# ---- bcd_serial_addsub ----
**bcd_serial_addsub: met2 routing**

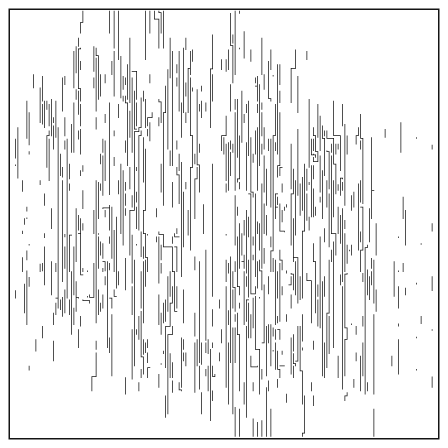

### src/rtl/bcd_serial_addsub.sv
// Digit-serial packed-BCD adder/subtractor: one decimal digit per clock, LSD first.
// Subtraction adds the nine's complement of B with carry-in 1.
module bcd_serial_addsub #(
    parameter int unsigned NDIGITS = 4
) (
    input  logic                   clk,
    input  logic                   rst,
    input  logic                   in_valid,
    output logic                   in_ready,
    input  logic [4*NDIGITS-1:0]   a,
    input  logic [4*NDIGITS-1:0]   b,
    input  logic                   op,
    output logic                   out_valid,
    input  logic                   out_ready,
    output logic [4*NDIGITS-1:0]   sum,
    output logic                   cout,
    output logic                   err
);

    localparam int unsigned W    = 4 * NDIGITS;
    localparam int unsigned CNTW = (NDIGITS > 2) ? $clog2(NDIGITS) : 1;

    typedef enum logic [1:0] {
        IDLE = 2'd0,
        CALC = 2'd1,
        DONE = 2'd2
    } state_t;

    state_t            state, state_nxt;
    logic [W-1:0]      a_sr, b_sr, res_sr;
    logic              op_r, carry, err_r;
    logic [CNTW-1:0]   cnt;

    logic              accept, last, release_res;
    logic              bad_in;
    logic [3:0]        bd, digit;
    logic [4:0]        t;
    logic              carry_nxt;

    assign in_ready    = (state == IDLE);
    assign accept      = (state == IDLE) && in_valid;
    assign last        = (state == CALC) && (cnt == CNTW'(NDIGITS - 1));
    assign release_res = (state == DONE) && out_ready;

    always_comb begin
        bad_in = 1'b0;
        for (int unsigned i = 0; i < NDIGITS; i++) begin
            if (a[4*i +: 4] > 4'd9 || b[4*i +: 4] > 4'd9)
                bad_in = 1'b1;
        end
    end

    // One BCD digit step on the low nibbles of the shift registers.
    always_comb begin
        bd = op_r ? (4'd9 - b_sr[3:0]) : b_sr[3:0];
        t  = {1'b0, a_sr[3:0]} + {1'b0, bd} + {4'd0, carry};
        if (t > 5'd9) begin
            digit     = 4'(t + 5'd6);
            carry_nxt = 1'b1;
        end else begin
            digit     = t[3:0];
            carry_nxt = 1'b0;
        end
    end

    always_ff @(posedge clk or posedge rst) begin
        if (rst)
            state <= IDLE;
        else
            state <= state_nxt;
    end

    always_comb begin
        state_nxt = state;
        case (state)
            IDLE:    if (in_valid)  state_nxt = CALC;
            CALC:    if (last)      state_nxt = DONE;
            DONE:    if (out_ready) state_nxt = IDLE;
            default:                state_nxt = IDLE;
        endcase
    end

    always_ff @(posedge clk or posedge rst) begin
        if (rst) begin
            a_sr      <= '0;
            b_sr      <= '0;
            res_sr    <= '0;
            op_r      <= 1'b0;
            carry     <= 1'b0;
            err_r     <= 1'b0;
            cnt       <= '0;
            sum       <= '0;
            cout      <= 1'b0;
            err       <= 1'b0;
            out_valid <= 1'b0;
        end else begin
            if (accept) begin
                a_sr  <= a;
                b_sr  <= b;
                op_r  <= op;
                carry <= op;
                err_r <= bad_in;
                cnt   <= '0;
            end else if (state == CALC) begin
                a_sr   <= {4'd0, a_sr[W-1:4]};
                b_sr   <= {4'd0, b_sr[W-1:4]};
                res_sr <= {digit, res_sr[W-1:4]};
                carry  <= carry_nxt;
                cnt    <= cnt + CNTW'(1);
                if (last) begin
                    out_valid <= 1'b1;
                    err       <= err_r;
                    if (err_r) begin
                        sum  <= '0;
                        cout <= 1'b0;
                    end else begin
                        sum  <= {digit, res_sr[W-1:4]};
                        cout <= op_r ? ~carry_nxt : carry_nxt;
                    end
                end
            end else if (release_res) begin
                out_valid <= 1'b0;
            end
        end
    end

endmodule

### config.mk
export PLATFORM = sky130hd
export DESIGN_NAME = bcd_serial_addsub
export DESIGN_NICKNAME = d
export VERILOG_FILES = /design/src/rtl/bcd_serial_addsub.sv
export SDC_FILE = /design/constraint.sdc
export NUM_CORES = 1
export LEC_CHECK = 0
export CAP_MARGIN = 20
export CORE_MARGIN = 2
export CORE_UTILIZATION = 46
export CTS_CLUSTER_DIAMETER = 100
export CTS_CLUSTER_SIZE = 24
export DETAILED_ROUTE_END_ITERATION = 7
export GPL_TIMING_DRIVEN = 0
export PLACE_DENSITY = 0.74
export RECOVER_POWER = 100
export SYNTH_ARGS = -nofsm -noshare
export SYNTH_HDL_FRONTEND = slang
export SYNTH_SLANG_ARGS = --single-unit
export TNS_END_PERCENT = 50
### constraint.sdc
create_clock -name clk -period 2.8 [get_ports clk]
set_input_delay 0.56 -clock clk [delete_from_list [all_inputs] [get_ports clk]]
set_output_delay 0.56 -clock clk [all_outputs]
set_load 0.01 [all_outputs]
# ---- interrupt_controller ----
===== src/rtl/intc_pkg.sv =====
// Shared types and default constants for the interrupt controller.
package intc_pkg;

    localparam int          INTC_MAX_SOURCES      = 8;
    localparam logic [15:0] IF_ADDR_DEFAULT       = 16'hFF0F;
    localparam logic [15:0] IE_ADDR_DEFAULT       = 16'hFFFF;
    localparam logic [15:0] VECTOR_BASE_DEFAULT   = 16'h0040;
    localparam int          VECTOR_STRIDE_DEFAULT = 8;

    typedef enum logic [1:0] {
        IME_OFF   = 2'd0,
        IME_ARMED = 2'd1,
        IME_ON    = 2'd2
    } ime_state_t;

endpackage


===== src/rtl/intc_priority_enc.sv =====
// Combinational lowest-set-bit encoder; bit 0 has the highest priority.
module intc_priority_enc #(
    parameter int NUM_SOURCES = 5
) (
    input  logic [NUM_SOURCES-1:0] i_vec,
    output logic                   o_valid,
    output logic [2:0]             o_index
);

    always_comb begin
        o_valid = |i_vec;
        o_index = 3'd0;
        // Scan downward so the lowest set bit is the last one written.
        for (int i = NUM_SOURCES - 1; i >= 0; i--) begin
            if (i_vec[i]) o_index = 3'(i);
        end
    end

endmodule


===== src/rtl/interrupt_controller.sv =====
// IF/IE registers, IME state machine and fixed-priority dispatch for the CPU.
// Optional macro INTC_IRQ_EDGE_DETECT_EN: IF bits set on irq_req rising edges only.
//
// state     | meaning
// IME_OFF   | interrupts masked
// IME_ARMED | EI retired, IME turns on after the next instruction
// IME_ON    | interrupts enabled, dispatch at instruction boundaries
module interrupt_controller
    import intc_pkg::*;
#(
    parameter int          NUM_SOURCES   = 5,
    parameter logic [15:0] IF_ADDR       = IF_ADDR_DEFAULT,
    parameter logic [15:0] IE_ADDR       = IE_ADDR_DEFAULT,
    parameter logic [15:0] VECTOR_BASE   = VECTOR_BASE_DEFAULT,
    parameter int          VECTOR_STRIDE = VECTOR_STRIDE_DEFAULT
) (
    input  logic                   clk,
    input  logic                   reset,
    input  logic [15:0]            bus_addr,
    input  logic [7:0]             bus_wdata,
    input  logic                   bus_write_en,
    input  logic                   bus_read_en,
    output logic [7:0]             bus_rdata,
    input  logic [NUM_SOURCES-1:0] irq_req,
    input  logic                   instr_boundary,
    input  logic                   ei_exec,
    input  logic                   di_exec,
    input  logic                   reti_exec,
    output logic                   irq_take,
    output logic [2:0]             irq_index,
    output logic [15:0]            irq_vector,
    output logic                   wake,
    output logic                   ime
);

    ime_state_t             r_state;
    ime_state_t             w_state_next;
    logic [NUM_SOURCES-1:0] r_if;
    logic [7:0]             r_ie;
    logic                   r_take;
    logic [2:0]             r_index;
    logic [15:0]            r_vector;
    logic                   r_wake;

    logic [NUM_SOURCES-1:0] w_pending;
    logic [NUM_SOURCES-1:0] w_set;
    logic [NUM_SOURCES-1:0] w_clr_mask;
    logic [NUM_SOURCES-1:0] w_if_next;
    logic [7:0]             w_if_rd;
    logic                   w_valid;
    logic [2:0]             w_idx;
    logic                   w_dispatch;
    logic                   w_if_wr;
    logic                   w_ie_wr;

    assign w_pending  = r_if & r_ie[NUM_SOURCES-1:0];
    assign w_dispatch = instr_boundary && (r_state == IME_ON) && w_valid;
    assign w_if_wr    = bus_write_en && (bus_addr == IF_ADDR);
    assign w_ie_wr    = bus_write_en && (bus_addr == IE_ADDR);
    assign w_clr_mask = w_dispatch ? (NUM_SOURCES'(1) << w_idx) : '0;

    intc_priority_enc #(.NUM_SOURCES(NUM_SOURCES)) u_prio (
        .i_vec   (w_pending),
        .o_valid (w_valid),
        .o_index (w_idx)
    );

`ifdef INTC_IRQ_EDGE_DETECT_EN
    logic [NUM_SOURCES-1:0] r_irq_prev;

    always_ff @(posedge clk) begin
        if (reset) r_irq_prev <= '0;
        else       r_irq_prev <= irq_req;
    end

    assign w_set = irq_req & ~r_irq_prev;
`else
    assign w_set = irq_req;
`endif

    // Bus write first, then dispatch clear, then requests: requests always win.
    always_comb begin
        w_if_next = r_if;
        if (w_if_wr) w_if_next = bus_wdata[NUM_SOURCES-1:0];
        w_if_next = (w_if_next & ~w_clr_mask) | w_set;
    end

    always_comb begin
        w_state_next = r_state;
        if (di_exec)          w_state_next = IME_OFF;
        else if (w_dispatch)  w_state_next = IME_OFF;
        else if (reti_exec)   w_state_next = IME_ON;
        else begin
            case (r_state)
                IME_OFF:   if (ei_exec) w_state_next = IME_ARMED;
                IME_ARMED: if (instr_boundary && !ei_exec) w_state_next = IME_ON;
                default:   w_state_next = r_state;
            endcase
        end
    end

    always_ff @(posedge clk) begin
        if (reset) begin
            r_state  <= IME_OFF;
            r_if     <= '0;
            r_ie     <= 8'h00;
            r_take   <= 1'b0;
            r_index  <= 3'd0;
            r_vector <= VECTOR_BASE;
            r_wake   <= 1'b0;
        end else begin
            r_state <= w_state_next;
            r_if    <= w_if_next;
            r_take  <= w_dispatch;
            r_wake  <= |w_pending;
            if (w_ie_wr) r_ie <= bus_wdata;
            if (w_dispatch) begin
                r_index  <= w_idx;
                r_vector <= VECTOR_BASE + 16'(w_idx) * 16'(VECTOR_STRIDE);
            end
        end
    end

    always_comb begin
        w_if_rd = 8'hFF;
        w_if_rd[NUM_SOURCES-1:0] = r_if;
    end

    always_comb begin
        bus_rdata = 8'h00;
        if (bus_read_en) begin
            if (bus_addr == IF_ADDR)      bus_rdata = w_if_rd;
            else if (bus_addr == IE_ADDR) bus_rdata = r_ie;
        end
    end

    assign irq_take   = r_take;
    assign irq_index  = r_index;
    assign irq_vector = r_vector;
    assign wake       = r_wake;
    assign ime        = (r_state == IME_ON);

endmodule


===== config.mk =====
export PLATFORM = sky130hd
export DESIGN_NAME = interrupt_controller
export DESIGN_NICKNAME = d
export VERILOG_FILES = /design/src/rtl/intc_pkg.sv /design/src/rtl/intc_priority_enc.sv /design/src/rtl/interrupt_controller.sv
export SDC_FILE = /design/constraint.sdc
export NUM_CORES = 1
export LEC_CHECK = 0
export CORE_MARGIN = 8
export CORE_UTILIZATION = 36
export DETAILED_ROUTE_END_ITERATION = 6
export PLACE_DENSITY = 0.77
export RECOVER_POWER = 25
export SETUP_SLACK_MARGIN = 0.1
export SLEW_MARGIN = 10
export SYNTH_ARGS = -nofsm -noshare
export SYNTH_HDL_FRONTEND = slang
export SYNTH_HIERARCHICAL = 1
export SYNTH_SLANG_ARGS = --single-unit

===== constraint.sdc =====
create_clock -name clk -period 1.82 [get_ports clk]
set_input_delay 0.182 -clock clk [delete_from_list [all_inputs] [get_ports clk]]
set_output_delay 0.182 -clock clk [all_outputs]
set_load 0.03 [all_outputs]


==> notes/layouts.md <==
Pictures saved along the way, in no particular order.

Clock routing.
(a)
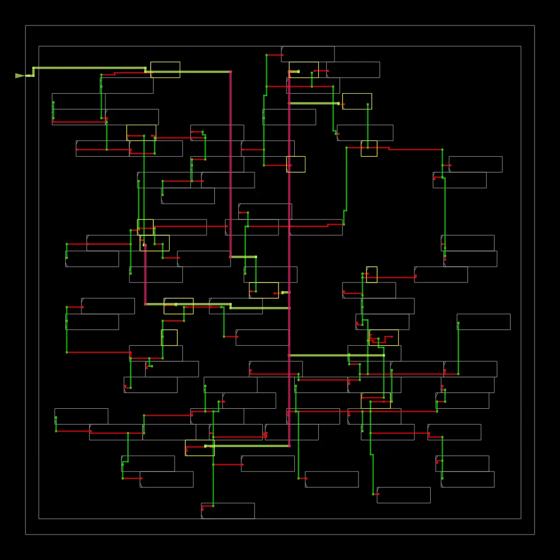
(b)
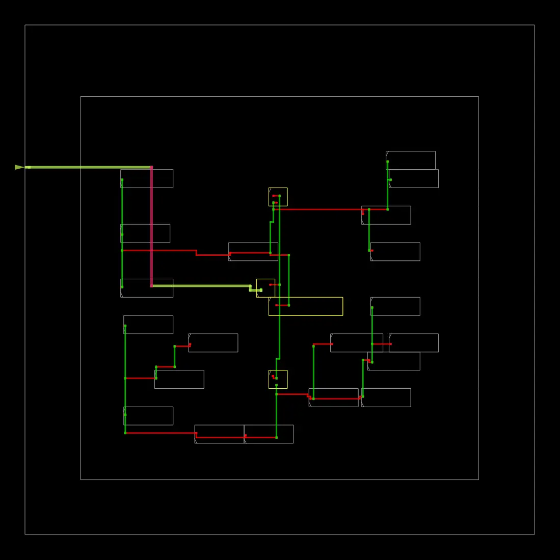
- most sequential cells: (a)
(b) comes from interrupt_controller.
(a) comes from bcd_serial_addsub.

**interrupt_controller: cell classes on the final placement**

Scale bar: 20 µm. Fill, decap, tap and diode cells in gray.
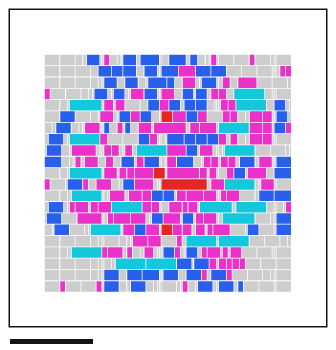
color	class	cells	share of their area
red	clock drivers and dummy loads	4	2.6%
magenta	combinational and other logic	127	43%
blue	remaining buffers and delay cells	82	35%
cyan	sequential cells	20	20%

==> results.toml, interrupt_controller <==
# implementation run metrics
[finish]
comb_area_um2 = 865
final_cell_mix = "clkdlybuf4s50_1, buf_4, dfxtp_1, conb_1, nand3_1"
comb_cells = 123

[floorplan]
coreArea_um2 = 3390
io_pins = 67

[clock_tree]
cts_setup_buffers = 6
clockBufferDepth = 2
cts_hold_buf = 0
clock_latency_ns = 0.30

[route]
dr.pass1.iters = 4
routed_via_density = 5.25
routed_wl_mm = 4.31
ant_nets = 0

[sta]
setup_ws_ns = 0.0856
finalHoldViolations = 0
whs_ns = 0.397

[yosys]
syn_inst = 158
yosysWarnings = 6
numSynthFlops = 20

[power]
p_total_mw = 1.03

[setup_path]
cp_num_cells = 6
path_class = "reg -> reg"
start_kind = "flip-flop"
endpoint = "r_state[0]"

[placement]
portBuffers = 53
dp_hpwl_mm = 3.26

[status]
outcome = "completed"
==> interrupt_controller: sequential cells by signal, summed over array words and instances (netlist names) <==
signal and flops:
r_ie 8, r_if 5, irq_vector 3, r_state 2
irq_take 1, wake 1
==> interrupt_controller: cells in the mapped netlist (all sizes together) <==
cell type  number  area (µm²)
a22oi           5        37.5
nand3          14        70.1
and4            5        43.8
conb            2        7.51
and4b           1        10.0
or2             1        6.26
o311ai          5        43.8
dfxtp          20         400
clkinv          1        3.75
and2            7        43.8
nand2           6        22.5
or4             1        11.3
nor4            3        55.1
clkbuf          4        15.0
nor2            8        30.0
or3             1        6.26
mux2i           3        30.0
a21oi          13        65.1
inv             3        11.3
o41a            1        11.3
nand4           5        31.3
nor2b           8        50.1
nand2b          2        12.5
o21ai           8        40.0
a21boi          1        7.51
nor3            3        15.0
nand4b          1        8.76
buf            18         130
nand4bb         2        22.5
nand3b          1        7.51
o2111ai         5        43.8
==> interrupt_controller: power by group <==
group | internal (mW) | switching, mW | total [mW]
combinational | 0.0980 | 0.0991 | 0.197
sequential | 0.451 | 0.00913 | 0.460
clock | 0.223 | 0.148 | 0.370
**bcd_serial_addsub: cell classes on the final placement**

Scale bar: 20 µm. Fill, decap, tap and diode cells in gray.
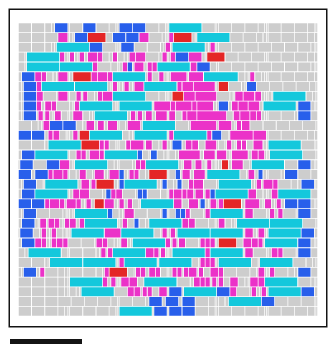
color	class	cells	share of their area
cyan	sequential cells	70	44%
magenta	combinational and other logic	259	36%
blue	remaining buffers and delay cells	79	16%
red	clock drivers and dummy loads	15	4.3%

**bcd_serial_addsub: cells by drive strength**

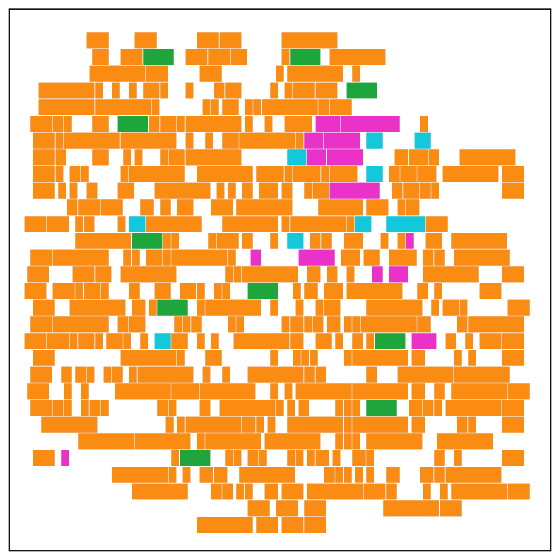
color	size	cells	share
magenta	_2 cells	14	3.3%
green	_6 and larger	10	2.4%
orange	_0 and _1 cells	390	92%
cyan	_3 and _4 cells	9	2.1%

About 'met2 routing' of bcd_serial_addsub:
nets with wire on the layer	369
wire length on this layer	3,620 µm

==> results.toml, bcd_serial_addsub <==
# implementation run metrics
[sta]
fin_skew_ns = 0.0122
worst_pin_slew_ns = 1.40

[yosys]
async_flop_share_pct = 100
area_leaders = "dfrtp_1, nand2_1, o21ai_0"
edf_count = 0
netlist_area_um2 = 3240
simple_gate_share_pct = 20.3

[power]
clkPwrFrac_pct = 14.0
pg_seq_mw = 1.68
vdd_ir_drop_max_uv = 490
p_int_mw = 2.93

[clock_tree]
clockBufferDepth = 2
cts.sinks = 70

[route]
ant_nets = 0
drc = 0
drtIter0Drc = 181

[setup_path]
cp_num_buf_inv = 2

[run]
tool_warnings = 27

[finish]
area_growth_pct = 28.0
comb_area_um2 = 1400

[status]
outcome = "completed"

[placement]
place.gp.congestion = 0.819
[bcd_serial_addsub: registers in the layout (all words and copies together) (netlist names), 2 cells and up]
register and flops:
a_sr 16, b_sr 16, cnt 2, res_sr 12, state 2, sum 16
[bcd_serial_addsub: cells in the final DEF, fill, tap and decap left out, types with 2 or more instances in the layout]
cell type,count
inv_2,2
inv_1,7
clkdlybuf4s50_1,33
mux2i_1,2
or3_1,2
a221o_1,3
o21ai_0,37
clkbuf_1,18
nor2_1,7
or4_1,2
nor3_1,8
nand4_1,2
clkbuf_8,10
nand2_1,112
ha_1,6
and3_1,3
a22oi_1,23
clkinvlp_4,3
mux2_2,2
a221oi_1,3
a21oi_1,4
buf_4,4
dlygate4sd3_1,23
nand2b_1,13
dfrtp_1,69
nand3_1,2
xnor2_2,2
[bcd_serial_addsub: logic make-up (layout without fill, tap and decap cells)]
family / Yosys count / count (layout)
flops: 70 / 70
simple gates: 154 / 154
compound gates: 80 / 80
xor+xnor: 4 / 4
mux: 4 / 4
buf+inv: 29 / 103
fa+ha+maj: 8 / 8
[bcd_serial_addsub: repair_timing]
item                       in CTS  in global routing
hold buffers                    0                  0
buffers inserted                1                  3
resized                         2                  4
pin swaps                       0                  3
setup endpoints to repair       4                  8


==> screenshots <==
Logic cells by family.
picture 1
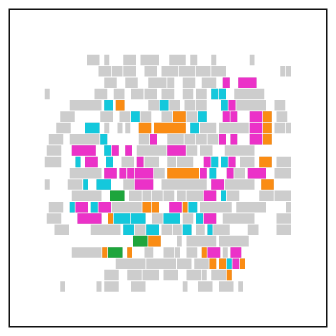
picture 2
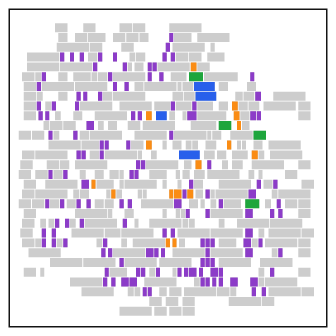
The one with the most cells is picture 2.
picture 1 -> interrupt_controller
picture 2 -> bcd_serial_addsub

Key to picture 2:
color	family	cells
blue	xor and xnor cells	4
orange	nor cells	16
green	mux cells	4
purple	nand cells	130

Power and IR drop assume default switching activity.
